# pipe_addsub

**pipe_addsub: clock wires, drivers and flops**

Drawn at 3 px/micron.
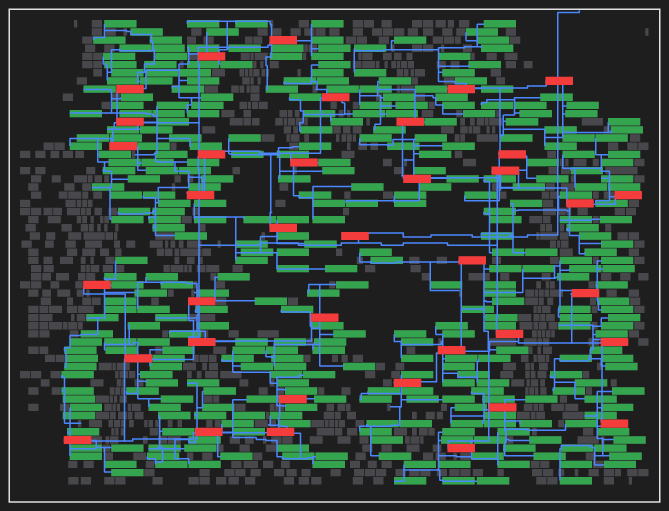
**pipe_addsub: cell classes on the final placement**

Drawn at 1.5 px/micron. Fill, decap, tap and diode cells in grey.
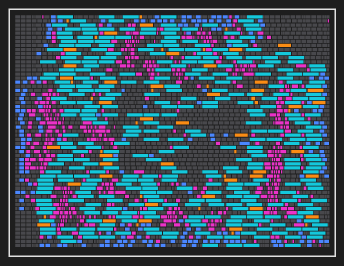
**pipe_addsub: M2 wires**

Drawn at 1.5 px/micron.
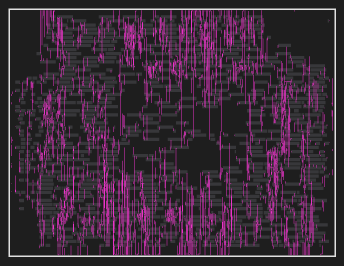
## src/rtl/pipe_addsub.sv

```systemverilog
// pipe_addsub: STAGES-deep pipelined signed adder/subtractor; stage k adds slice k of WIDTH/STAGES bits.
// Define PIPE_ADDSUB_CC_EN to build the carry/overflow/zero/sign flag logic; otherwise the flags are tied to 0.
module pipe_addsub #(
    parameter int WIDTH  = 64,
    parameter int STAGES = 4
) (
    input  logic             clk,
    input  logic             rst,
    input  logic             in_valid,
    output logic             in_ready,
    input  logic             op,
    input  logic [WIDTH-1:0] a,
    input  logic [WIDTH-1:0] b,
    output logic             out_valid,
    input  logic             out_ready,
    output logic [WIDTH-1:0] result,
    output logic             carry,
    output logic             overflow,
    output logic             zero,
    output logic             sign
);
    localparam int SW   = WIDTH / STAGES;
    localparam int LAST = STAGES - 1;

    logic advance;

    // Stage registers; the last stage's sum register is the result output.
    logic             vld_q [STAGES];
    logic [WIDTH-1:0] s_q   [STAGES];
    logic [WIDTH-1:0] a_q   [LAST];
    logic [WIDTH-1:0] b_q   [LAST];
    logic             c_q   [LAST];

    // Per-stage combinational inputs and the slice each stage produces.
    logic [WIDTH-1:0] a_in      [STAGES];
    logic [WIDTH-1:0] b_in      [STAGES];
    logic [WIDTH-1:0] s_in      [STAGES];
    logic             c_in      [STAGES];
    logic [SW:0]      slice_sum [STAGES];
    logic [WIDTH-1:0] s_nxt     [STAGES];

    assign advance   = !(out_valid && !out_ready);
    assign in_ready  = advance;
    assign out_valid = vld_q[LAST];
    assign result    = s_q[LAST];

    always_comb begin
        // Subtraction is A + ~B + 1: op both inverts B and becomes the slice-0 carry-in.
        a_in[0] = a;
        b_in[0] = op ? ~b : b;
        s_in[0] = '0;
        c_in[0] = op;
        for (int k = 1; k < STAGES; k++) begin
            a_in[k] = a_q[k-1];
            b_in[k] = b_q[k-1];
            s_in[k] = s_q[k-1];
            c_in[k] = c_q[k-1];
        end
        for (int k = 0; k < STAGES; k++) begin
            slice_sum[k] = {1'b0, a_in[k][k*SW +: SW]} + {1'b0, b_in[k][k*SW +: SW]}
                         + {{SW{1'b0}}, c_in[k]};
            s_nxt[k] = s_in[k];
            s_nxt[k][k*SW +: SW] = slice_sum[k][SW-1:0];
        end
    end

    // NOTE: only valid bits and the visible result are reset; intermediate datapath registers
    // are qualified by their valid bit, so resetting them would only add reset fan-out.
    always_ff @(posedge clk) begin
        if (rst) begin
            for (int k = 0; k < STAGES; k++) begin
                vld_q[k] <= 1'b0;
            end
            s_q[LAST] <= '0;
        end else if (advance) begin
            vld_q[0] <= in_valid;
            for (int k = 1; k < STAGES; k++) begin
                vld_q[k] <= vld_q[k-1];
            end
            for (int k = 0; k < STAGES; k++) begin
                s_q[k] <= s_nxt[k];
            end
            for (int k = 0; k < LAST; k++) begin
                a_q[k] <= a_in[k];
                b_q[k] <= b_in[k];
                c_q[k] <= slice_sum[k][SW];
            end
        end
    end

`ifdef PIPE_ADDSUB_CC_EN
    // Carry into the MSB recovered from the MSB sum bit: sum = a ^ b ^ cin.
    logic msb_cin;
    assign msb_cin = a_in[LAST][WIDTH-1] ^ b_in[LAST][WIDTH-1] ^ s_nxt[LAST][WIDTH-1];

    always_ff @(posedge clk) begin
        if (rst) begin
            carry    <= 1'b0;
            overflow <= 1'b0;
            zero     <= 1'b0;
            sign     <= 1'b0;
        end else if (advance) begin
            carry    <= slice_sum[LAST][SW];
            overflow <= msb_cin ^ slice_sum[LAST][SW];
            zero     <= (s_nxt[LAST] == '0);
            sign     <= s_nxt[LAST][WIDTH-1];
        end
    end
`else
    assign carry    = 1'b0;
    assign overflow = 1'b0;
    assign zero     = 1'b0;
    assign sign     = 1'b0;
`endif

endmodule

```

## config.mk

```make
export PLATFORM = sky130hd
export DESIGN_NAME = pipe_addsub
export DESIGN_NICKNAME = d
export VERILOG_FILES = /design/src/rtl/pipe_addsub.sv
export SDC_FILE = /design/constraint.sdc
export NUM_CORES = 1
export LEC_CHECK = 0
export ABC_CLOCK_PERIOD_IN_PS = 14350
export CAP_MARGIN = 20
export CORE_ASPECT_RATIO = 0.75
export CORE_MARGIN = 3
export CORE_UTILIZATION = 44
export DETAILED_ROUTE_END_ITERATION = 8
export PLACE_DENSITY = 0.68
export REMOVE_ABC_BUFFERS = 1
export SLEW_MARGIN = 20
export SYNTH_ARGS = -nofsm -noshare
export SYNTH_HDL_FRONTEND = slang
export SYNTH_SLANG_ARGS = --single-unit
```

## constraint.sdc

```tcl
create_clock -name clk -period 14.35 [get_ports clk]
set_input_delay 1.435 -clock clk [delete_from_list [all_inputs] [get_ports clk]]
set_output_delay 1.435 -clock clk [all_outputs]
set_load 0.02 [all_outputs]
```

==> impl_metrics.env <==
# implementation run metrics
export IMPL_status="finished, final reports clean"
export IMPL_design_final_nets=1298
export IMPL_detailed_routing_wirelength_on_met1_microns=11900
export IMPL_crit_path_start="out_ready"
export IMPL_hold_buffers=0
export IMPL_non_filler_cells_in_the_finished_layout=1566
export IMPL_min_to="s_q[0][76]$_DFFE_PP_"
export IMPL_simple_gate_share=0.0585
export IMPL_grt_use_met3=0.0344
export IMPL_cts_clk_slew_worst_paths_ns=0.06
export IMPL_dr_wl_met2_microns=11300
export IMPL_total_power_mw=2.52
export IMPL_top_cell_area_share=0.739
export IMPL_holdCritPathClass="register to register"
export IMPL_muxShareOfSynthArea=0.00163
export IMPL_worst_path_max_delay_cell="buf_12"
export IMPL_placedInstanceArea_sq_um=17100
export IMPL_setup_slack_ns=10.20
export IMPL_top_cells_by_instance_count_after_synthesis="edfxtp_1 (359), xor2_1 (77), ha_1 (59)"
export IMPL_final_fill_count=2594
export IMPL_timing_critical_path_fanout_max=221
export IMPL_die_width_microns=216
export IMPL_min_path_cells=0
export IMPL_dpl_cell_count=1502
export IMPL_post_synth_cell_area_avg_sq_um=16.7
export IMPL_openroad_warnings=29
export IMPL_switching_power_mw=0.564
export IMPL_yosys_warnings=0
export IMPL_grt_overflow_total=0
About 'clock wires, drivers and flops' of pipe_addsub:
legend:
  blue:
    item: clock wires
    length: 4130 microns
  green:
    item: flip-flops
    count: 359
  red:
    item: cells driving clock nets
    count: 37
flops lie: spread over the die
routed clock nets: 38
clock-net power: 0.882 mW
Final Skew: 0.0196 ns
Latency at later pin: 0.52 ns
clock network fraction of total power: 0.351

About 'cell classes on the final placement' of pipe_addsub:
legend:
  orange:
    class: clock drivers and dummy loads
    cells: 63
    share_of_their_area: 6.3%
  blue:
    class: other buffers and delay cells
    cells: 200
    share_of_their_area: 11%
  magenta:
    class: all other logic
    cells: 501
    share_of_their_area: 21%
  cyan:
    class: flip-flops
    cells: 359
    share_of_their_area: 61%
cell row count: 57
design area: 18200 sq um
total core area: 32500 sq um
share of the core filled with cells in the final layout: 0.560

About 'M2 wires' of pipe_addsub:
wire length on this layer: 11300 microns
main direction: vertical
longest straight run: 85.7 microns
final wirelength: 25400 microns
M2 GR Usage: 0.219
vias post-DR: 7452

==> cell type report <==
| class | count | share of cell area |
|---|---|---|
| Sequential cell | 359 | 0.592 |
| Multi-Input combinational cell | 482 | 0.202 |
| Timing Repair Buffer | 200 | 0.110 |
| Clock buffer | 52 | 0.0563 |
| Tap cell | 442 | 0.0304 |
| Clock inverter | 11 | 0.00440 |
| Inverter | 19 | 0.00433 |
| Antenna cell | 1 | 0.000138 |
==> worst reg2reg max path: cells and delay by family (launching register included) <==
kind	cells	cell delay [ns]
DFF	1	0.41
buffers and inverters	2	1.58
muxes	1	0.16
and+or+nand+nor	3	0.88
==> cell usage in the layout, fill, tap and decap left out, types with 6 or more instances in the layout <==
cell,n
a211oi_1,6
a21o_1,14
a21oi_1,39
and2_1,56
clkbuf_1,13
clkbuf_16,39
clkdlybuf4s50_1,197
edfxtp_1,359
fa_1,7
ha_1,59
inv_1,18
nand2_1,31
nor2_1,36
nor2b_1,6
nor3_1,10
o21a_1,10
o21ai_0,20
o21ai_1,8
o21bai_1,8
xnor2_1,33
xor2_1,77
==> sequential cells by signal, indices dropped and copies added (netlist names) <==
signal / cells
s_q: 160
a_q: 96
b_q: 96
vld_q: 4
c_q: 3

# issue_queue

File: config.mk
export PLATFORM = sky130hd
export DESIGN_NAME = issue_queue
export DESIGN_NICKNAME = d
export VERILOG_FILES = /design/src/rtl/ooo_pkg.sv /design/src/rtl/iq_select.sv /design/src/rtl/issue_queue.sv
export SDC_FILE = /design/constraint.sdc
export NUM_CORES = 2
export LEC_CHECK = 0
export CAP_MARGIN = 10
export CORE_ASPECT_RATIO = 0.9
export CORE_MARGIN = 2
export CORE_UTILIZATION = 45
export CTS_CLUSTER_DIAMETER = 30
export DETAILED_ROUTE_END_ITERATION = 6
export PLACE_DENSITY = 0.65
export SLEW_MARGIN = 20
export SYNTH_ARGS = -nofsm -noshare
export SYNTH_HDL_FRONTEND = slang
export SYNTH_SLANG_ARGS = --single-unit
File: constraint.sdc
create_clock -name clk -period 3.3 [get_ports clk]
set_clock_uncertainty 0.15 [all_clocks]
set_input_delay 0.33 -clock clk [delete_from_list [all_inputs] [get_ports clk]]
set_output_delay 0.33 -clock clk [all_outputs]
set_load 0.02 [all_outputs]
File: src/rtl/ooo_pkg.sv
// Shared out-of-order core widths and the issue-queue entry record.
// Entry layout is common to every per-FU issue queue instance.
package ooo_pkg;

   localparam int PRN_BITS     = 6;
   localparam int INST_ID_BITS = 6;
   localparam int MAX_OPERANDS = 3;
   localparam int FU_COUNT     = 4;

   typedef struct packed {
      logic                                 valid;
      logic [INST_ID_BITS-1:0]              inst_id;
      logic [31:0]                          raw_instr;
      logic [63:0]                          pc;
      logic [MAX_OPERANDS-1:0]              src_valid;
      logic [MAX_OPERANDS-1:0]              src_ready;
      logic [MAX_OPERANDS-1:0][PRN_BITS-1:0] src_prn;
      logic [MAX_OPERANDS-1:0]              dst_valid;
      logic [MAX_OPERANDS-1:0][PRN_BITS-1:0] dst_prn;
   } iq_entry_t;

endpackage

File: src/rtl/iq_select.sv
// Combinational picker: one-hot grant of the oldest requesting entry.
// ISSUE_QUEUE_AGE_ORDER_EN selects age-matrix order, otherwise lowest index wins.
module iq_select #(
   parameter int N = 4
) (
   input  logic [N-1:0] req,
`ifdef ISSUE_QUEUE_AGE_ORDER_EN
   input  logic [N-1:0] age [N],
`endif
   output logic [N-1:0] grant,
   output logic         any
);

`ifdef ISSUE_QUEUE_AGE_ORDER_EN
   genvar gi;
   generate
      for (gi = 0; gi < N; gi++) begin : g_row
         // age[i][j] set means entry i is older than entry j
         always_comb begin
            grant[gi] = req[gi];
            for (int j = 0; j < N; j++) begin
               if (j != gi && req[j] && !age[gi][j]) grant[gi] = 1'b0;
            end
         end
      end
   endgenerate
`else
   assign grant = req & (~req + N'(1));
`endif

   assign any = |req;

endmodule

File: src/rtl/issue_queue.sv
// Per-FU issue queue: holds renamed instructions, wakes sources from broadcasts,
// offers the oldest ready entry to the FU. Optional ISSUE_QUEUE_AGE_ORDER_EN.
module issue_queue #(
   parameter int QUEUE_SIZE   = 4,
   parameter int INST_ID_BITS = ooo_pkg::INST_ID_BITS,
   parameter int PRN_BITS     = ooo_pkg::PRN_BITS,
   parameter int MAX_OPERANDS = ooo_pkg::MAX_OPERANDS,
   parameter int FU_COUNT     = ooo_pkg::FU_COUNT
) (
   input  logic                    clk,
   input  logic                    rst,
   input  logic                    in_valid,
   input  logic [INST_ID_BITS-1:0] in_inst_id,
   input  logic [31:0]             in_raw_instr,
   input  logic [63:0]             in_instr_pc,
   input  logic [MAX_OPERANDS-1:0] in_prn_input_valid,
   input  logic [MAX_OPERANDS-1:0] in_prn_input_ready,
   input  logic [PRN_BITS-1:0]     in_prn_input [MAX_OPERANDS],
   input  logic [MAX_OPERANDS-1:0] in_prn_output_valid,
   input  logic [PRN_BITS-1:0]     in_prn_output [MAX_OPERANDS],
   output logic                    queue_ready,
   input  logic [MAX_OPERANDS-1:0] set_prn_ready [FU_COUNT],
   input  logic [PRN_BITS-1:0]     set_prn [FU_COUNT][MAX_OPERANDS],
   input  logic                    flush,
   output logic                    issue_valid,
   input  logic                    fu_ready,
   output logic [INST_ID_BITS-1:0] issue_inst_id,
   output logic [31:0]             issue_raw_instr,
   output logic [63:0]             issue_instr_pc,
   output logic [MAX_OPERANDS-1:0] issue_prn_input_valid,
   output logic [PRN_BITS-1:0]     issue_prn_input [MAX_OPERANDS],
   output logic [MAX_OPERANDS-1:0] issue_prn_output_valid,
   output logic [PRN_BITS-1:0]     issue_prn_output [MAX_OPERANDS]
);
   import ooo_pkg::*;

   iq_entry_t             entry_reg  [QUEUE_SIZE];
   iq_entry_t             entry_next [QUEUE_SIZE];
   iq_entry_t             new_entry;
   logic [QUEUE_SIZE-1:0] valid_vec, free_vec, free_onehot, cand_vec, grant;
   logic                  any_cand, fire, do_insert;

   function automatic logic bcast_hit(input logic [PRN_BITS-1:0] prn);
      logic hit;
      hit = 1'b0;
      for (int f = 0; f < FU_COUNT; f++)
         for (int k = 0; k < MAX_OPERANDS; k++)
            if (set_prn_ready[f][k] && set_prn[f][k] == prn) hit = 1'b1;
      return hit;
   endfunction

   genvar gi;
   generate
      for (gi = 0; gi < QUEUE_SIZE; gi++) begin : g_entry
         assign valid_vec[gi] = entry_reg[gi].valid;
         assign cand_vec[gi]  = entry_reg[gi].valid && (&entry_reg[gi].src_ready);
      end
   endgenerate

   assign free_vec    = ~valid_vec;
   assign free_onehot = free_vec & (~free_vec + QUEUE_SIZE'(1));
   assign queue_ready = |free_vec;
   assign issue_valid = any_cand && !flush;
   assign fire        = issue_valid && fu_ready;
   assign do_insert   = in_valid && queue_ready && !flush;

`ifdef ISSUE_QUEUE_AGE_ORDER_EN
   logic [QUEUE_SIZE-1:0] age_reg  [QUEUE_SIZE];
   logic [QUEUE_SIZE-1:0] age_next [QUEUE_SIZE];

   // A new entry is younger than every entry still valid before the edge
   always_comb begin
      for (int i = 0; i < QUEUE_SIZE; i++) begin
         age_next[i] = age_reg[i];
         for (int j = 0; j < QUEUE_SIZE; j++) begin
            if (do_insert && free_onehot[i])      age_next[i][j] = 1'b0;
            else if (do_insert && free_onehot[j]) age_next[i][j] = valid_vec[i];
         end
      end
   end

   always_ff @(posedge clk) begin
      for (int i = 0; i < QUEUE_SIZE; i++) age_reg[i] <= rst ? '0 : age_next[i];
   end

   iq_select #(.N(QUEUE_SIZE)) u_select (
      .req(cand_vec), .age(age_reg), .grant(grant), .any(any_cand));
`else
   iq_select #(.N(QUEUE_SIZE)) u_select (
      .req(cand_vec), .grant(grant), .any(any_cand));
`endif

   // Same-cycle broadcast counts as ready so a wakeup is never lost at insert
   always_comb begin
      new_entry           = '0;
      new_entry.valid     = 1'b1;
      new_entry.inst_id   = in_inst_id;
      new_entry.raw_instr = in_raw_instr;
      new_entry.pc        = in_instr_pc;
      new_entry.src_valid = in_prn_input_valid;
      new_entry.dst_valid = in_prn_output_valid;
      for (int k = 0; k < MAX_OPERANDS; k++) begin
         new_entry.src_prn[k]   = in_prn_input[k];
         new_entry.dst_prn[k]   = in_prn_output[k];
         new_entry.src_ready[k] = in_prn_input_ready[k] || !in_prn_input_valid[k] ||
                                  bcast_hit(in_prn_input[k]);
      end
   end

   always_comb begin
      for (int i = 0; i < QUEUE_SIZE; i++) begin
         entry_next[i] = entry_reg[i];
         for (int k = 0; k < MAX_OPERANDS; k++)
            if (entry_reg[i].src_valid[k] && bcast_hit(entry_reg[i].src_prn[k]))
               entry_next[i].src_ready[k] = 1'b1;
         if (fire && grant[i])            entry_next[i].valid = 1'b0;
         if (do_insert && free_onehot[i]) entry_next[i] = new_entry;
         if (flush)                       entry_next[i].valid = 1'b0;
      end
   end

   always_ff @(posedge clk) begin
      for (int i = 0; i < QUEUE_SIZE; i++) entry_reg[i] <= rst ? '0 : entry_next[i];
   end

   // AND-OR mux on the one-hot grant; all zero when nothing is selected
   always_comb begin
      issue_inst_id          = '0;
      issue_raw_instr        = '0;
      issue_instr_pc         = '0;
      issue_prn_input_valid  = '0;
      issue_prn_output_valid = '0;
      for (int k = 0; k < MAX_OPERANDS; k++) begin
         issue_prn_input[k]  = '0;
         issue_prn_output[k] = '0;
      end
      for (int i = 0; i < QUEUE_SIZE; i++) begin
         if (grant[i]) begin
            issue_inst_id          = issue_inst_id | entry_reg[i].inst_id;
            issue_raw_instr        = issue_raw_instr | entry_reg[i].raw_instr;
            issue_instr_pc         = issue_instr_pc | entry_reg[i].pc;
            issue_prn_input_valid  = issue_prn_input_valid | entry_reg[i].src_valid;
            issue_prn_output_valid = issue_prn_output_valid | entry_reg[i].dst_valid;
            for (int k = 0; k < MAX_OPERANDS; k++) begin
               issue_prn_input[k]  = issue_prn_input[k] | entry_reg[i].src_prn[k];
               issue_prn_output[k] = issue_prn_output[k] | entry_reg[i].dst_prn[k];
            end
         end
      end
   end

endmodule

**issue_queue: M2 wires**

Drawn at 1 px/micron.
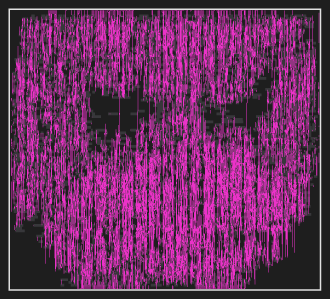
nets with wire on the layer: 4174
wire length on this layer: 66.8 mm
vias post-DR: 37944
M2 GR Usage: 0.517

**issue_queue: the clock network**

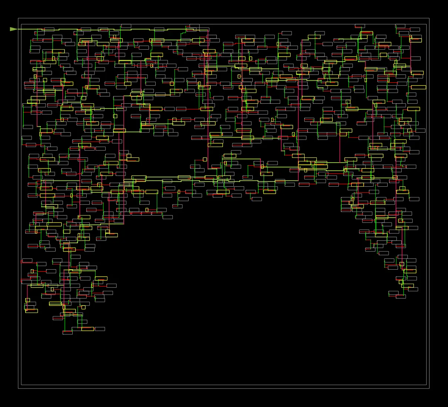
flop count: 592
clock sink count: 592
clock-net power: 11.4 mW
number of buffers created by CTS: 107
Latency at later pin: 0.67 ns

==> impl_metrics.env <==
# implementation run metrics
export IMPL_dr_max_layer_used="met5"
export IMPL_timing_critical_path_fanout_max=34
export IMPL_yosys_area_share_aoi=0.147
export IMPL_cell_count_after_synthesis=4951
export IMPL_mi_logic_area_sq_um=22900
export IMPL_power_per_cell_area_nw_per_um2=455
export IMPL_fp_util=0.456
export IMPL_status="finished, final reports clean"
export IMPL_worst_path_max_delay_cell="clkdlybuf4s15_1"
export IMPL_timing_final_crit_share=0.973
export IMPL_min_to="entry_reg[3][56]$_SDFFE_PP0P_"
export IMPL_rsz0062_at_grt="false"
export IMPL_openroad_warnings=33
export IMPL_worst_max_slew_pin_slew_ns=0.977
export IMPL_grt_busiest_layer="met2"
export IMPL_layout_area_seq_sq_um=11900
export IMPL_comb_power_mw=2.60
export IMPL_final_fill_count=7827
export IMPL_muxShareOfSynthArea=0
export IMPL_min_period_ns=3.21
export IMPL_cts_clk_slew_worst_paths_ns=0.05
export IMPL_layout_buffer_nonclock_area_share=0.149
**issue_queue: cell classes on the final placement**

Drawn at 1 px/micron. Fill, decap, tap and diode cells in grey.
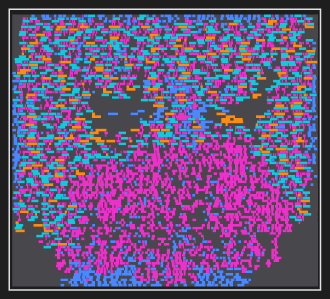
legend:
  blue:
    class: other buffers and delay cells
    cells: 744
    share_of_their_area: 15%
  cyan:
    class: flip-flops
    cells: 592
    share_of_their_area: 26%
  magenta:
    class: all other logic
    cells: 3744
    share_of_their_area: 50%
  orange:
    class: clock drivers and dummy loads
    cells: 198
    share_of_their_area: 8.3%
total core area: 83100 sq um
cell row count: 100
sequential portion of the cell area: 0.252

==> Yosys cell counts <==
master / n / area, sq um
o41ai_1: 1 / 8.76
nor3b_1: 3 / 22.5
buf_1: 10 / 37.5
buf_2: 379 / 1900
a21bo_2: 1 / 10.0
o211a_1: 12 / 120
nor3_2: 1 / 10.0
and4_1: 3 / 26.3
or3_1: 2 / 12.5
nor3_1: 42 / 210
clkbuf_1: 138 / 518
nor4_1: 208 / 1300
nor2_2: 1 / 6.26
a22oi_1: 144 / 1080
a211oi_1: 2 / 15.0
buf_6: 13 / 146
nor3b_2: 1 / 12.5
buf_4: 75 / 563
or3b_1: 1 / 8.76
nand4_1: 198 / 1240
xor2_1: 534 / 4680
nand3_1: 4 / 20.0
nand2b_1: 2 / 12.5
nor3_4: 1 / 16.3
dfxtp_1: 592 / 11900
nand2_1: 1153 / 4330
nor2_1: 159 / 597
xnor2_1: 546 / 4780
or2_1: 1 / 6.26
a2111oi_0: 1 / 8.76
o22ai_1: 1 / 6.26
a221o_1: 144 / 1440
a21oi_1: 578 / 2890

# apb_sram_ctrl

**apb_sram_ctrl: cell classes on the final placement**

Drawn at 3 px/micron. Fill, decap, tap and diode cells in grey.
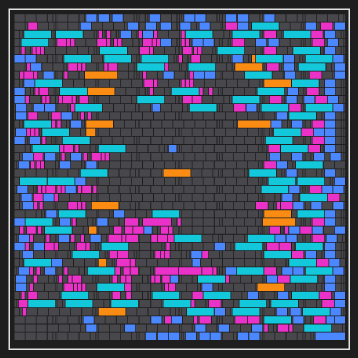
**apb_sram_ctrl: clock wires, drivers and flops**

Drawn at 4 px/micron.
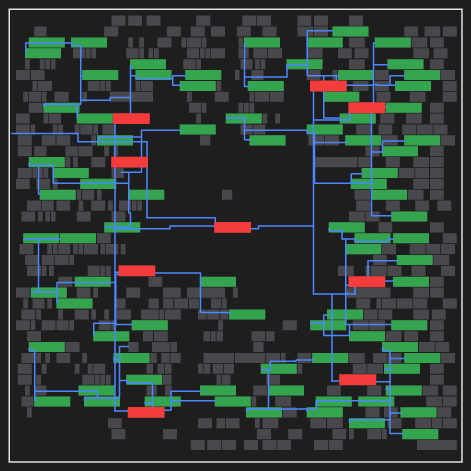
**apb_sram_ctrl: the clock network**

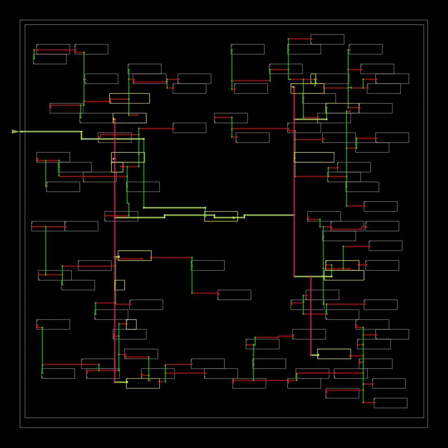
--- src/rtl/apb_sram_ctrl.sv ---
// rtl/apb_sram_ctrl.sv - APB4 slave front-end for a single-port SRAM with a bounded read wait
module apb_sram_ctrl #(
    parameter  int DATA_WIDTH = 32,
    parameter  int ADDR_WIDTH = 8,
    parameter  int TIMEOUT    = 15,
    localparam int STRB_WIDTH = DATA_WIDTH / 8,
    localparam int OFS        = $clog2(STRB_WIDTH)
) (
    input  logic                      clk,
    input  logic                      rstn,
    input  logic                      psel,
    input  logic                      penable,
    input  logic                      pwrite,
    input  logic [ADDR_WIDTH+OFS-1:0] paddr,
    input  logic [DATA_WIDTH-1:0]     pwdata,
    input  logic [STRB_WIDTH-1:0]     pstrb,
    input  logic [2:0]                pprot,
    output logic                      pready,
    output logic                      pslverr,
    output logic [DATA_WIDTH-1:0]     prdata,
    output logic [ADDR_WIDTH-1:0]     addr,
    output logic                      read,
    output logic                      write,
    output logic [STRB_WIDTH-1:0]     byte_strb,
    output logic [DATA_WIDTH-1:0]     wdata,
    input  logic [DATA_WIDTH-1:0]     rdata,
    input  logic                      rvalid
);

    localparam int               CNT_W    = $clog2(TIMEOUT + 1);
    localparam logic [CNT_W-1:0] CNT_LAST = CNT_W'(TIMEOUT - 1);

    typedef enum logic [2:0] {
        S_IDLE,
        S_WR,
        S_RD,
        S_RWAIT,
        S_DONE,
        S_ERR
    } state_t;

    state_t                state_q, state_d;
    logic [CNT_W-1:0]      cnt_q, cnt_d;
    logic [ADDR_WIDTH-1:0] addr_q, addr_d;
    logic [DATA_WIDTH-1:0] wdata_q, wdata_d;
    logic [STRB_WIDTH-1:0] strb_q, strb_d;
    logic [DATA_WIDTH-1:0] prdata_q, prdata_d;

    logic setup;
    logic misaligned;
    logic timeout_hit;
    logic unused_pprot;

    assign setup        = psel && !penable;
    assign misaligned   = |paddr[OFS-1:0];
    // RWAIT lasts at most TIMEOUT cycles; rvalid on the last one still wins.
    assign timeout_hit  = (cnt_q == CNT_LAST);
    assign unused_pprot = ^pprot;

    always_ff @(posedge clk or negedge rstn) begin
        if (!rstn) begin
            state_q <= S_IDLE;
        end else begin
            state_q <= state_d;
        end
    end

    always_comb begin
        state_d = state_q;
        case (state_q)
            S_IDLE: begin
                if (setup) begin
                    if (misaligned) begin
                        state_d = S_ERR;
                    end else if (pwrite) begin
                        state_d = S_WR;
                    end else begin
                        state_d = S_RD;
                    end
                end
            end
            S_WR:    state_d = S_DONE;
            S_RD:    state_d = S_RWAIT;
            S_RWAIT: begin
                if (rvalid) begin
                    state_d = S_DONE;
                end else if (timeout_hit) begin
                    state_d = S_ERR;
                end
            end
            S_DONE:  state_d = S_IDLE;
            S_ERR:   state_d = S_IDLE;
            default: state_d = S_IDLE;
        endcase
    end

    always_comb begin
        read    = 1'b0;
        write   = 1'b0;
        pready  = 1'b0;
        pslverr = 1'b0;
        case (state_q)
            S_WR:   write = 1'b1;
            S_RD:   read  = 1'b1;
            S_DONE: pready = 1'b1;
            S_ERR: begin
                pready  = 1'b1;
                pslverr = 1'b1;
            end
            default: ;
        endcase
    end

    // Request fields are latched once in IDLE, so the APB side may change freely afterwards.
    always_comb begin
        addr_d   = addr_q;
        wdata_d  = wdata_q;
        strb_d   = strb_q;
        prdata_d = prdata_q;
        cnt_d    = cnt_q;
        case (state_q)
            S_IDLE: begin
                if (setup) begin
                    addr_d  = paddr[ADDR_WIDTH+OFS-1:OFS];
                    wdata_d = pwdata;
                    strb_d  = pwrite ? pstrb : '0;
                    if (misaligned && !pwrite) begin
                        prdata_d = '0;
                    end
                end
            end
            S_RD: cnt_d = '0;
            S_RWAIT: begin
                if (rvalid) begin
                    prdata_d = rdata;
                end else begin
                    cnt_d = cnt_q + CNT_W'(1);
                    if (timeout_hit) begin
                        prdata_d = '0;
                    end
                end
            end
            default: ;
        endcase
    end

    always_ff @(posedge clk or negedge rstn) begin
        if (!rstn) begin
            cnt_q    <= '0;
            addr_q   <= '0;
            wdata_q  <= '0;
            strb_q   <= '0;
            prdata_q <= '0;
        end else begin
            cnt_q    <= cnt_d;
            addr_q   <= addr_d;
            wdata_q  <= wdata_d;
            strb_q   <= strb_d;
            prdata_q <= prdata_d;
        end
    end

    assign addr      = addr_q;
    assign wdata     = wdata_q;
    assign byte_strb = strb_q;
    assign prdata    = prdata_q;

endmodule

--- config.mk ---
export PLATFORM = sky130hd
export DESIGN_NAME = apb_sram_ctrl
export DESIGN_NICKNAME = d
export VERILOG_FILES = /design/src/rtl/apb_sram_ctrl.sv
export SDC_FILE = /design/constraint.sdc
export NUM_CORES = 1
export LEC_CHECK = 0
export CAP_MARGIN = 25
export CORE_UTILIZATION = 30
export CTS_CLUSTER_SIZE = 40
export DETAILED_ROUTE_END_ITERATION = 12
export PLACE_DENSITY_LB_ADDON = 0.25
export SYNTH_ARGS = -nofsm -noshare
export SYNTH_HDL_FRONTEND = slang
export SYNTH_SLANG_ARGS = --single-unit
--- constraint.sdc ---
create_clock -name clk -period 3.8 [get_ports clk]
set_input_delay 0.76 -clock clk [delete_from_list [all_inputs] [get_ports clk]]
set_output_delay 0.76 -clock clk [all_outputs]
set_load 0.01 [all_outputs]
==> impl_metrics.env <==
# implementation run metrics
export IMPL_holdCritPathClass="primary input to asynchronous set/reset pin"
export IMPL_yosys_stat_chipArea_sq_um=3680
export IMPL_die_width_microns=113
export IMPL_design_final_nets=572
export IMPL_path_cells="nor3b_1 > clkdlybuf4s50_1"
export IMPL_worst_max_slew_pin_slew_ns=0.579
export IMPL_dominant_cell_class="flip-flops and latches"
export IMPL_multi_input_gates=182
export IMPL_fmax_mhz=346
export IMPL_status="finished, final reports clean"
export IMPL_min_period_ns=2.89
export IMPL_layout_sequential_cells=83
export IMPL_buffers=169
export IMPL_yosys_warnings=0
export IMPL_postSynthSeqShare=0.564
export IMPL_layout_buffer_nonclock_area_share=0.293
export IMPL_dr_first_iter_drc_count=97
export IMPL_drt_wirelength_per_cell_microns=14.5
export IMPL_grt_max_degree=47
Notes on 'cell classes on the final placement' of apb_sram_ctrl above:
legend:
  magenta:
    class: all other logic
    cells: 220
    share_of_their_area: 26%
  orange:
    class: clock drivers and dummy loads
    cells: 16
    share_of_their_area: 6.1%
  blue:
    class: other buffers and delay cells
    cells: 169
    share_of_their_area: 30%
  cyan:
    class: flip-flops
    cells: 83
    share_of_their_area: 37%
cell row count: 40
sequential portion of the cell area: 0.360
total core area: 12000 sq um
design area: 5770 sq um

Notes on 'clock wires, drivers and flops' of apb_sram_ctrl above:
legend:
  blue:
    item: clock wires
    length: 1150 microns
  red:
    item: cells driving clock nets
    count: 9
  green:
    item: flip-flops
    count: 83
routed clock nets: 10
flops lie: spread over the die
clock network fraction of total power: 0.221
Latency at later pin: 0.34 ns

Notes on 'the clock network' of apb_sram_ctrl above:
Final Skew: 0.00426 ns
number of clock buffers in the layout: 10
clock-net power: 0.999 mW

[power by group through the flow]
stage	Clock, mW	Combinational [mW]	Sequential (mW)
after CTS	1.03	1.97	1.60
after global routing	1.07	2.11	1.65
final	0.999	1.94	1.59
after floorplan	0	0.765	1.74
after detailed placement	0	1.96	1.61
after global placement	0	1.93	1.58
[cell families after synthesis]
kind of cell / Yosys count / synth area share
muxes: 45 / 0.136
buffers and inverters: 59 / 0.0771
adders and majority gates: 2 / 0.00679
DFF: 83 / 0.564
AOI/OAI and AO/OA: 43 / 0.0992
and+or+nand+nor: 92 / 0.117
[flip-flops by register name, indices dropped and copies added, names as in the netlist]
name / count
addr: 8
byte_strb: 4
cnt_q: 4
prdata: 32
state_q: 3
wdata: 32
[placed cells by master (no fill, tap or decap), types with 2 or more instances in the layout]
master	n
a21o_1	2
a21oi_1	3
and2_1	2
buf_4	6
bufinv_16	3
clkbuf_16	9
clkdlybuf4s50_1	162
clkinvlp_4	2
dfrtp_1	83
ha_1	2
inv_1	38
mux2_1	5
mux2_2	35
mux2i_1	5
nand2_1	69
nand2b_1	2
nand3_1	2
nor2_1	4
nor3b_1	3
nor4_4	2
o21ai_0	4
o221ai_1	32
or3_1	2

# lsu_align_fsm

File: src/rtl/lsu_align_fsm.sv
// -----------------------------------------------------------------------------
// lsu_align_fsm
// Load/store unit sitting between execute and the data cache. Turns decoder
// memory-control strobes into a word-aligned cache request with byte enables,
// holds the pipeline stalled until the cache answers (or times out), and
// returns sign/zero-extended load data.
//
// State table
//   state  | meaning
//   IDLE   | waiting for an access; misaligned accesses are flagged here
//   REQ    | cache request held high, waiting for dc_ready_i or timeout
//   DONE   | one-cycle completion: stall released, valid/err pulses out
//
// Ports
//   clk, rst_n           clock, async active-low reset
//   mem_read_i/_write_i  access strobes from the decoder (write has priority)
//   load_i, store_i      load / store type codes
//   addr_i, wdata_i      byte address and store data
//   dc_*_o               registered cache request fields
//   dc_ready_i/rdata_i   cache completion and read word
//   stall_o              pipeline freeze
//   rdata_o/_valid_o     extended load result and its one-cycle valid pulse
//   misalign_o           combinational misaligned-access flag (IDLE only)
//   err_o                one-cycle timeout pulse
// -----------------------------------------------------------------------------
module lsu_align_fsm #(
   parameter int unsigned TIMEOUT = 255
) (
   input  logic        clk,
   input  logic        rst_n,
   input  logic        mem_read_i,
   input  logic        mem_write_i,
   input  logic [2:0]  load_i,
   input  logic [1:0]  store_i,
   input  logic [31:0] addr_i,
   input  logic [31:0] wdata_i,
   output logic        dc_req_o,
   output logic        dc_we_o,
   output logic [31:0] dc_addr_o,
   output logic [31:0] dc_wdata_o,
   output logic [3:0]  dc_be_o,
   input  logic        dc_ready_i,
   input  logic [31:0] dc_rdata_i,
   output logic        stall_o,
   output logic [31:0] rdata_o,
   output logic        rdata_valid_o,
   output logic        misalign_o,
   output logic        err_o
);

   typedef enum logic [1:0] {
      S_IDLE = 2'd0,
      S_REQ  = 2'd1,
      S_DONE = 2'd2
   } state_t;

   localparam int unsigned CW = 10;
   localparam logic [CW-1:0] C_LAST = CW'(TIMEOUT - 1);

   state_t        r_state;
   logic [CW-1:0] r_cnt;
   logic          r_dc_req;
   logic          r_dc_we;
   logic [31:0]   r_dc_addr;
   logic [31:0]   r_dc_wdata;
   logic [3:0]    r_dc_be;
   logic [2:0]    r_ld_type;
   logic [1:0]    r_lane;
   logic [31:0]   r_rdata;
   logic          r_rdata_valid;
   logic          r_err;

   logic          w_access;
   logic          w_word;
   logic          w_half;
   logic          w_misalign;
   logic          w_accept;
   logic [3:0]    w_be;
   logic [31:0]   w_wdata;
   logic [7:0]    w_byte;
   logic [15:0]   w_halfw;
   logic [31:0]   w_ext;

   // Access decode and store formatting (write strobe selects the store codes)
   always_comb begin
      w_access = mem_read_i | mem_write_i;
      w_word   = 1'b0;
      w_half   = 1'b0;
      w_be     = 4'b1111;
      w_wdata  = wdata_i;
      if (mem_write_i) begin
         w_word = (store_i == 2'b00) || (store_i == 2'b11);
         w_half = (store_i == 2'b01);
      end else begin
         w_word = (load_i == 3'b000) || (load_i >= 3'b101);
         w_half = (load_i == 3'b001) || (load_i == 3'b011);
      end
      w_misalign = (w_word && (addr_i[1:0] != 2'b00)) || (w_half && addr_i[0]);
      w_accept   = (r_state == S_IDLE) && w_access && !w_misalign;
      case (store_i)
         2'b01: begin
            w_be    = addr_i[1] ? 4'b1100 : 4'b0011;
            w_wdata = {2{wdata_i[15:0]}};
         end
         2'b10: begin
            w_be    = 4'b0001 << addr_i[1:0];
            w_wdata = {4{wdata_i[7:0]}};
         end
         default: begin
            w_be    = 4'b1111;
            w_wdata = wdata_i;
         end
      endcase
   end

   // Load extraction from the cache word using the latched lane and type
   always_comb begin
      case (r_lane)
         2'd0:    w_byte = dc_rdata_i[7:0];
         2'd1:    w_byte = dc_rdata_i[15:8];
         2'd2:    w_byte = dc_rdata_i[23:16];
         default: w_byte = dc_rdata_i[31:24];
      endcase
      w_halfw = r_lane[1] ? dc_rdata_i[31:16] : dc_rdata_i[15:0];
      case (r_ld_type)
         3'b001:  w_ext = {{16{w_halfw[15]}}, w_halfw};
         3'b010:  w_ext = {{24{w_byte[7]}}, w_byte};
         3'b011:  w_ext = {16'h0000, w_halfw};
         3'b100:  w_ext = {24'h000000, w_byte};
         default: w_ext = dc_rdata_i;
      endcase
   end

   always_ff @(posedge clk or negedge rst_n) begin
      if (!rst_n) begin
         r_state       <= S_IDLE;
         r_cnt         <= '0;
         r_dc_req      <= 1'b0;
         r_dc_we       <= 1'b0;
         r_dc_addr     <= '0;
         r_dc_wdata    <= '0;
         r_dc_be       <= '0;
         r_ld_type     <= '0;
         r_lane        <= '0;
         r_rdata       <= '0;
         r_rdata_valid <= 1'b0;
         r_err         <= 1'b0;
      end else begin
         r_rdata_valid <= 1'b0;
         r_err         <= 1'b0;
         case (r_state)
            S_IDLE: begin
               if (w_accept) begin
                  r_state    <= S_REQ;
                  r_cnt      <= '0;
                  r_dc_req   <= 1'b1;
                  r_dc_we    <= mem_write_i;
                  r_dc_addr  <= {addr_i[31:2], 2'b00};
                  r_dc_wdata <= w_wdata;
                  r_dc_be    <= mem_write_i ? w_be : 4'b0000;
                  r_ld_type  <= load_i;
                  r_lane     <= addr_i[1:0];
               end
            end
            S_REQ: begin
               if (dc_ready_i) begin
                  r_state  <= S_DONE;
                  r_dc_req <= 1'b0;
                  r_dc_we  <= 1'b0;
                  r_dc_be  <= 4'b0000;
                  if (!r_dc_we) begin
                     r_rdata       <= w_ext;
                     r_rdata_valid <= 1'b1;
                  end
               end else if (r_cnt == C_LAST) begin
                  // Timed out: a read still completes, with zero data
                  r_state  <= S_DONE;
                  r_dc_req <= 1'b0;
                  r_dc_we  <= 1'b0;
                  r_dc_be  <= 4'b0000;
                  r_err    <= 1'b1;
                  if (!r_dc_we) begin
                     r_rdata       <= '0;
                     r_rdata_valid <= 1'b1;
                  end
               end else begin
                  r_cnt <= r_cnt + 1'b1;
               end
            end
            S_DONE: begin
               r_state <= S_IDLE;
            end
            default: begin
               r_state <= S_IDLE;
            end
         endcase
      end
   end

   assign dc_req_o      = r_dc_req;
   assign dc_we_o       = r_dc_we;
   assign dc_addr_o     = r_dc_addr;
   assign dc_wdata_o    = r_dc_wdata;
   assign dc_be_o       = r_dc_be;
   assign rdata_o       = r_rdata;
   assign rdata_valid_o = r_rdata_valid;
   assign err_o         = r_err;
   // IDLE-path terms are gated by rst_n so reset forces them low immediately
   assign misalign_o    = rst_n & (r_state == S_IDLE) & w_access & w_misalign;
   assign stall_o       = (r_state == S_REQ) | (rst_n & w_accept);

endmodule

File: config.mk
export PLATFORM = sky130hd
export DESIGN_NAME = lsu_align_fsm
export DESIGN_NICKNAME = d
export VERILOG_FILES = /design/src/rtl/lsu_align_fsm.sv
export SDC_FILE = /design/constraint.sdc
export NUM_CORES = 1
export LEC_CHECK = 0
export CAP_MARGIN = 20
export CORE_UTILIZATION = 25
export CTS_CLUSTER_DIAMETER = 150
export DETAILED_ROUTE_END_ITERATION = 10
export PLACE_DENSITY_LB_ADDON = 0.25
export SKIP_CTS_REPAIR_TIMING = 1
export SLEW_MARGIN = 20
export SYNTH_ARGS = -nofsm -noshare
export SYNTH_HDL_FRONTEND = slang
export SYNTH_SLANG_ARGS = --single-unit
File: constraint.sdc
create_clock -name clk -period 2.76 [get_ports clk]
set_input_delay 0.552 -clock clk [delete_from_list [all_inputs] [get_ports clk]]
set_output_delay 0.552 -clock clk [all_outputs]
set_load 0.02 [all_outputs]
**lsu_align_fsm: M2 wires**

Drawn at 2 px/micron.
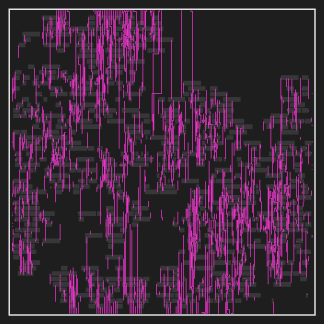
longest straight run: 70.4 microns
wire length on this layer: 8090 microns
main direction: vertical
nets with wire on the layer: 739
share of all routed wire: 46%
final wirelength: 17500 microns
M2 GR Usage: 0.250

**lsu_align_fsm: the clock network**

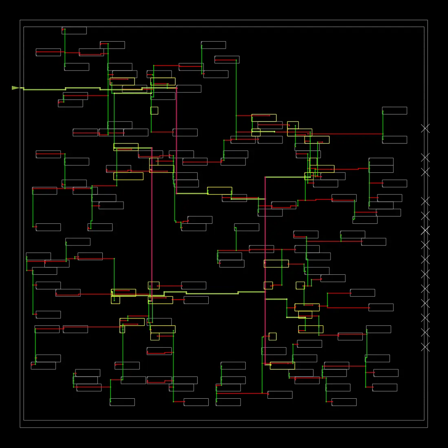
number of buffers created by CTS: 17
Latency at later pin: 0.42 ns
number of clock buffers in the layout: 18

**lsu_align_fsm: cell classes on the final placement**

Drawn at 2 px/micron. Fill, decap, tap and diode cells in grey.
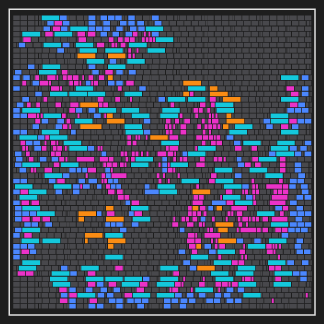
legend:
  magenta:
    class: all other logic
    cells: 343
    share_of_their_area: 30%
  blue:
    class: other buffers and delay cells
    cells: 236
    share_of_their_area: 28%
  orange:
    class: clock drivers and dummy loads
    cells: 32
    share_of_their_area: 6.9%
  cyan:
    class: flip-flops
    cells: 119
    share_of_their_area: 35%
sequential portion of the cell area: 0.340
design area: 8750 sq um

==> report_power, final <==
| group | switching, mW | internal, mW |
|---|---|---|
| Combinational | 2.27 | 2.32 |
| Sequential | 0.545 | 2.51 |
| Clock | 0.913 | 1.29 |
| Total | 3.73 | 6.11 |
==> metrics by stage <==
stage          worst slack, ns  instances  instance area, sq um  hold slack, ns  total power, mW
2_1_floorplan            0.110        495                  5640           0.256             5.47
6_report                 0.106       1010                  8750           0.323             9.84
4_1_cts                 -0.243       1010                  8720           0.337             9.96
5_1_grt                 0.0284       1010                  8750           0.367             10.5
3_5_place_dp            -0.223        978                  8140           0.471             7.70
3_3_place_gp            -0.226        978                  8140           0.462             7.61
==> per-layer routing <==
layer / vias to the layer above / GRT usage / share of wire
li1: 2264 / - / -
met1: 2344 / 0.198 / 0.43
met2: 191 / 0.250 / 0.46
met3: 20 / 0.0594 / 0.089
met4: 0 / 0.0573 / 0.016
met5: - / 0 / 0
==> worst max-delay path: stages <==
cell	delay, ns
clkdlybuf4s50_1	0.48
or3b_1	0.37
a21oi_2	0.17
buf_4	0.13
o211ai_4	0.08
o21ai_0	0.15
buf_4	0.17
==> impl_metrics.env <==
# implementation run metrics
export IMPL_holdCritPathClass="primary input to asynchronous set/reset pin"
export IMPL_tritoncts="built"
export IMPL_fp_util=0.257
export IMPL_leakage_nw=3.63
export IMPL_initial_antenna_violation_count=1
export IMPL_netlist_top_cells_area="dfrtp_1 (53%), mux2_2 (8.4%), o2bb2ai_1 (3.7%)"
export IMPL_die_width_microns=152
export IMPL_dp_final_hpwl_microns=12900
export IMPL_multi_input_gates=327
export IMPL_power_per_cell_area_nw_per_um2=1130
export IMPL_status="finished, violations left"
export IMPL_root_buffer="clkbuf_16"
export IMPL_failing_checks="design-rule violations"
export IMPL_clock_sinks=119
export IMPL_cell_row_count=54
export IMPL_yosys_cell_types_count=57
export IMPL_grt_pass1_wl_microns=28800
export IMPL_remaining_drc_errors=15

# lmsm_sequencer

**lmsm_sequencer: clock wires, drivers and flops**

Drawn at 8 px/micron.
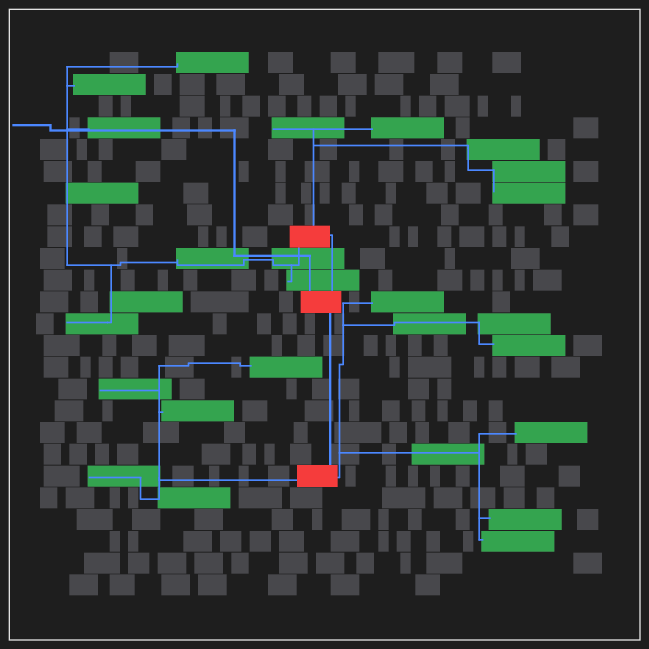
**lmsm_sequencer: ports around the boundary**

Drawn at 4 px/micron. Pins as bars across the die edge, other pins in grey.
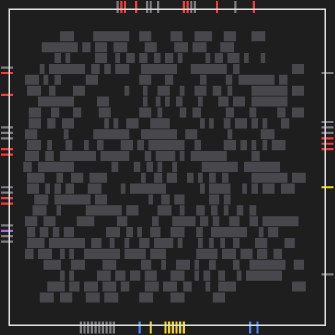
**lmsm_sequencer: the clock network**

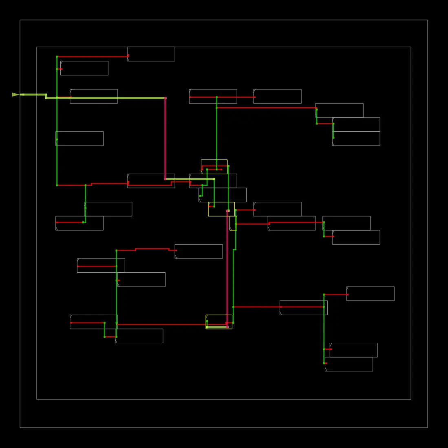
**config.mk**
```make
export PLATFORM = sky130hd
export DESIGN_NAME = lmsm_sequencer
export DESIGN_NICKNAME = d
export VERILOG_FILES = /design/src/rtl/lmsm_sequencer.sv
export SDC_FILE = /design/constraint.sdc
export NUM_CORES = 1
export LEC_CHECK = 0
export CAP_MARGIN = 20
export CELL_PAD_IN_SITES_DETAIL_PLACEMENT = 1
export CELL_PAD_IN_SITES_GLOBAL_PLACEMENT = 1
export CORE_MARGIN = 3
export CORE_UTILIZATION = 32
export DETAILED_ROUTE_END_ITERATION = 10
export PLACE_DENSITY_LB_ADDON = 0.1
export SYNTH_ARGS = -nofsm -noshare
export SYNTH_HDL_FRONTEND = slang
export SYNTH_SLANG_ARGS = --single-unit
```
**constraint.sdc**
```tcl
create_clock -name clk -period 2 [get_ports clk]
set_input_delay 0.2 -clock clk [delete_from_list [all_inputs] [get_ports clk]]
set_output_delay 0.2 -clock clk [all_outputs]
set_load 0.01 [all_outputs]
```
**src/rtl/lmsm_sequencer.sv**
```systemverilog
// -----------------------------------------------------------------------------
// lmsm_sequencer
//
// Multi-cycle controller for load-multiple (LM) and store-multiple (SM)
// instructions. An accepted instruction latches an 8-bit register mask and a
// base address. The block then walks the set bits of the mask, lowest bit
// first. Each transfer ("beat") presents a register index and a memory
// address. The upstream pipeline is stalled until the block transfer ends.
//
// Beat handshake: during RUN the sequencer presents a beat (reg_idx, mem_addr,
// and mem_re or mem_we). That beat stays stable until a cycle in which
// mem_ready=1. That cycle completes the beat, and the next beat (or DONE)
// follows on the next clock. There is no bound on the number of wait cycles.
// rf_we is asserted only in the completing cycle of an LM beat.
//
// Ports:
//   clk        in   system clock, rising edge
//   rst_n      in   asynchronous active-low reset
//   start      in   instruction valid in stage this cycle
//   opcode     in   [3:0] instruction opcode
//   mask       in   [7:0] register mask, bit i selects Ri
//   base_addr  in   [ADDR_W-1:0] start address, sampled on accept
//   mem_ready  in   memory completes current beat this cycle
//   busy       out  sequencer not IDLE (registered state)
//   stall      out  hold fetch/decode/operand stages
//   reg_idx    out  [2:0] register for current beat
//   mem_addr   out  [ADDR_W-1:0] address for current beat
//   mem_re     out  memory read strobe (LM beat)
//   mem_we     out  memory write strobe (SM beat)
//   rf_we      out  register-file write enable (LM beat completing)
//   done       out  one-cycle pulse, block transfer finished
//   dbg_state  out  [1:0] current FSM state (0=IDLE, 1=RUN, 2=DONE)
// -----------------------------------------------------------------------------
module lmsm_sequencer #(
  parameter int unsigned ADDR_W = 16,
  parameter logic [3:0]  LM_OP  = 4'b0110,
  parameter logic [3:0]  SM_OP  = 4'b0111
) (
  input  logic              clk,
  input  logic              rst_n,
  input  logic              start,
  input  logic [3:0]        opcode,
  input  logic [7:0]        mask,
  input  logic [ADDR_W-1:0] base_addr,
  input  logic              mem_ready,
  output logic              busy,
  output logic              stall,
  output logic [2:0]        reg_idx,
  output logic [ADDR_W-1:0] mem_addr,
  output logic              mem_re,
  output logic              mem_we,
  output logic              rf_we,
  output logic              done,
  output logic [1:0]        dbg_state
);

  typedef enum logic [1:0] {
    S_IDLE = 2'd0,
    S_RUN  = 2'd1,
    S_DONE = 2'd2
  } state_t;

  state_t            r_state;
  state_t            w_state_nxt;
  logic [7:0]        r_pending;
  logic [ADDR_W-1:0] r_addr;
  logic              r_is_lm;

  logic              w_accept;
  logic              w_is_op;
  logic [2:0]        w_idx;
  logic [7:0]        w_remaining;
  logic              w_beat_done;

  assign w_is_op  = (opcode == LM_OP) || (opcode == SM_OP);
  assign w_accept = (r_state == S_IDLE) && start && w_is_op;

  // Lowest set bit of the pending mask. The loop runs from the top down, so
  // the lowest set bit is the last one written and therefore wins.
  always_comb begin
    w_idx = 3'd0;
    for (int i = 7; i >= 0; i--) begin
      if (r_pending[i]) begin
        w_idx = 3'(i);
      end
    end
  end

  assign w_remaining = r_pending & ~(8'b0000_0001 << w_idx);
  assign w_beat_done = (r_state == S_RUN) && mem_ready;

  // State register
  always_ff @(posedge clk or negedge rst_n) begin
    if (!rst_n) begin
      r_state <= S_IDLE;
    end else begin
      r_state <= w_state_nxt;
    end
  end

  // Next-state logic
  always_comb begin
    w_state_nxt = r_state;
    case (r_state)
      S_IDLE: begin
        if (w_accept) begin
          w_state_nxt = (mask != 8'd0) ? S_RUN : S_DONE;
        end
      end
      S_RUN: begin
        if (mem_ready && (w_remaining == 8'd0)) begin
          w_state_nxt = S_DONE;
        end
      end
      S_DONE: begin
        w_state_nxt = S_IDLE;
      end
      default: begin
        w_state_nxt = S_IDLE;
      end
    endcase
  end

  // Datapath: the operands are captured only on accept. While the block is
  // busy, new upstream values are never re-sampled.
  always_ff @(posedge clk or negedge rst_n) begin
    if (!rst_n) begin
      r_pending <= 8'd0;
      r_addr    <= '0;
      r_is_lm   <= 1'b0;
    end else if (w_accept) begin
      r_pending <= mask;
      r_addr    <= base_addr;
      r_is_lm   <= (opcode == LM_OP);
    end else if (w_beat_done) begin
      r_pending <= w_remaining;
      r_addr    <= r_addr + 1'b1;  // wraps modulo 2^ADDR_W
    end
  end

  // Outputs are decoded from the state. Reset forces IDLE asynchronously,
  // so the strobes drop as soon as rst_n goes low.
  always_comb begin
    busy     = 1'b0;
    stall    = 1'b0;
    reg_idx  = 3'd0;
    mem_addr = '0;
    mem_re   = 1'b0;
    mem_we   = 1'b0;
    rf_we    = 1'b0;
    done     = 1'b0;
    case (r_state)
      S_IDLE: begin
        stall = w_accept;
      end
      S_RUN: begin
        busy     = 1'b1;
        stall    = 1'b1;
        reg_idx  = w_idx;
        mem_addr = r_addr;
        mem_re   = r_is_lm;
        mem_we   = !r_is_lm;
        rf_we    = r_is_lm && mem_ready;
      end
      S_DONE: begin
        busy  = 1'b1;
        stall = 1'b1;
        done  = 1'b1;
      end
      default: begin
        busy = 1'b0;
      end
    endcase
  end

  assign dbg_state = r_state;

endmodule

```
==> impl_metrics.env <==
# implementation run metrics
export IMPL_final_core_utilization=0.505
export IMPL_whs_ns=0.290
export IMPL_dominant_cell_class="logic gates"
export IMPL_status="finished, final reports clean"
export IMPL_synth_area_sq_um=1690
export IMPL_finalHoldViolCount=0
export IMPL_async_flop_share=1.00
export IMPL_p_seq_frac=0.417
export IMPL_final_design_area_no_fill_sq_um=2480
export IMPL_clockBufferDepth=2
export IMPL_top_cells_by_instance_count_after_synthesis="nand2_1 (38), dfrtp_1 (27), o21ai_1 (22)"
export IMPL_postSynthSeqShare=0.400
export IMPL_final_fill_count=618
export IMPL_boundaryPins=59
export IMPL_ff_type="dfrtp_1"
export IMPL_cp_data_required_time_ns=1.80
export IMPL_sh_seq_area=0.272
export IMPL_top_cell_area_share=0.400
export IMPL_layout_area_seq_sq_um=676
Notes on 'clock wires, drivers and flops' of lmsm_sequencer above:
legend:
  blue:
    item: clock wires
    length: 408 microns
  red:
    item: cells driving clock nets
    count: 3
  green:
    item: flip-flops
    count: 27
routed clock nets: 4
clock network fraction of total power: 0.123
Latency at later pin: 0.28 ns
Final Skew: 0.00371 ns

Notes on 'ports around the boundary' of lmsm_sequencer above:
legend:
  yellow:
    port: mask
    pins: 8
    direction: input
    edge: 7 south, 1 east
  blue:
    port: reg_idx
    pins: 3
    direction: output
    edge: south
  purple:
    port: mem_we
    pins: 1
    direction: output
    edge: west
  red:
    port: base_addr
    pins: 16
    direction: input
    edge: 7 north, 6 west, 3 east
all pins by edge: 20 south, 16 west, 14 north, 9 east
horizontal extent of the die: 78.7 microns
count of port buffers added during placement: 58
die height: 78.7 microns

Notes on 'the clock network' of lmsm_sequencer above:
number of clock buffers in the layout: 4
clock sink count: 27
clock-net power: 0.320 mW

-- flip-flops by register name, summed over array words and instances, names as in the netlist --
register / cells
dbg_state: 2
r_addr: 16
r_is_lm: 1
r_pending: 8
-- worst max-delay path: cells and delay by family, from the launching register on --
family / cells / cell delay (ns)
adder cells (fa/ha/maj): 1 / 0.31
buffers and inverters: 2 / 0.64
flip-flops: 1 / 0.45
-- power by group through the flow --
stage                     Combinational [mW]  Sequential [mW]  Clock (mW)
after CTS                               1.21             1.07       0.335
after global routing                    1.34             1.13       0.356
after floorplan                        0.677             1.03           0
after global placement                  1.18             1.08           0
final                                   1.20             1.08       0.320
after detailed placement                1.20             1.08           0
-- how the worst max path moves through the flow --
stage | end | cells after the start
after floorplan | stall | 7
after global placement | reg_idx[2] | 4
after detailed placement | reg_idx[2] | 5
after CTS | mem_addr[14] | 6
after global routing | mem_addr[15] | 6
final | busy | 3
-- timing repair --
action	CTS	global route
buffers inserted	2	0
pin swaps	0	0
setup endpoints to repair	22	6
gates resized	23	7
-- layer usage --
metal	GRT usage	wire length, microns	part of all wire
met1	0.235	2360	0.49
met4	0.0420	38	0.0078
met5	0	0	0
met3	0.0229	169	0.035
met2	0.270	2300	0.47


==> gallery <==
Ports around the boundary.
(a)
Drawn at 1 px/micron. Pins as bars across the die edge, other pins in grey.
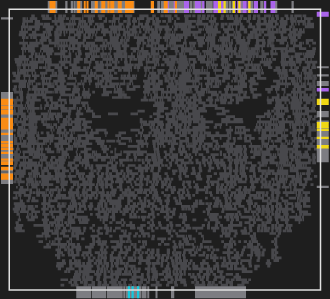
(b)
Drawn at 2 px/micron. Pins as bars across the die edge, other pins in grey.
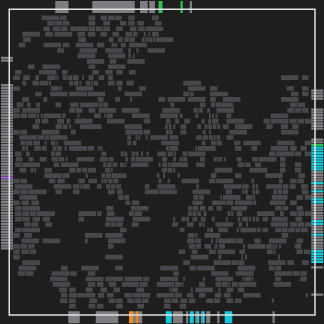
(c)
Drawn at 2 px/micron. Pins as bars across the die edge, other pins in grey.
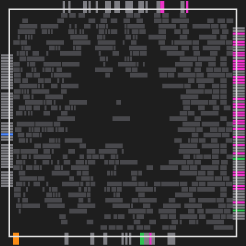
(d)
Drawn at 1 px/micron. Pins as bars across the die edge, other pins in grey.
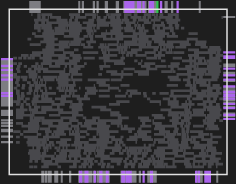
Of these, most pins: (a)
(d) comes from pipe_addsub.
(a) comes from issue_queue.
(c) comes from apb_sram_ctrl.
(b) comes from lsu_align_fsm.

Key to (d):
legend:
  green:
    port: in_ready
    pins: 1
    direction: output
    edge: north
  purple:
    port: result
    pins: 64
    direction: output
    edge: 26 south, 16 north, 15 east, 7 west
all pins by edge: 73 south, 54 north, 46 west, 30 east

No activity file was given, so power comes from the tool's default toggle rates.
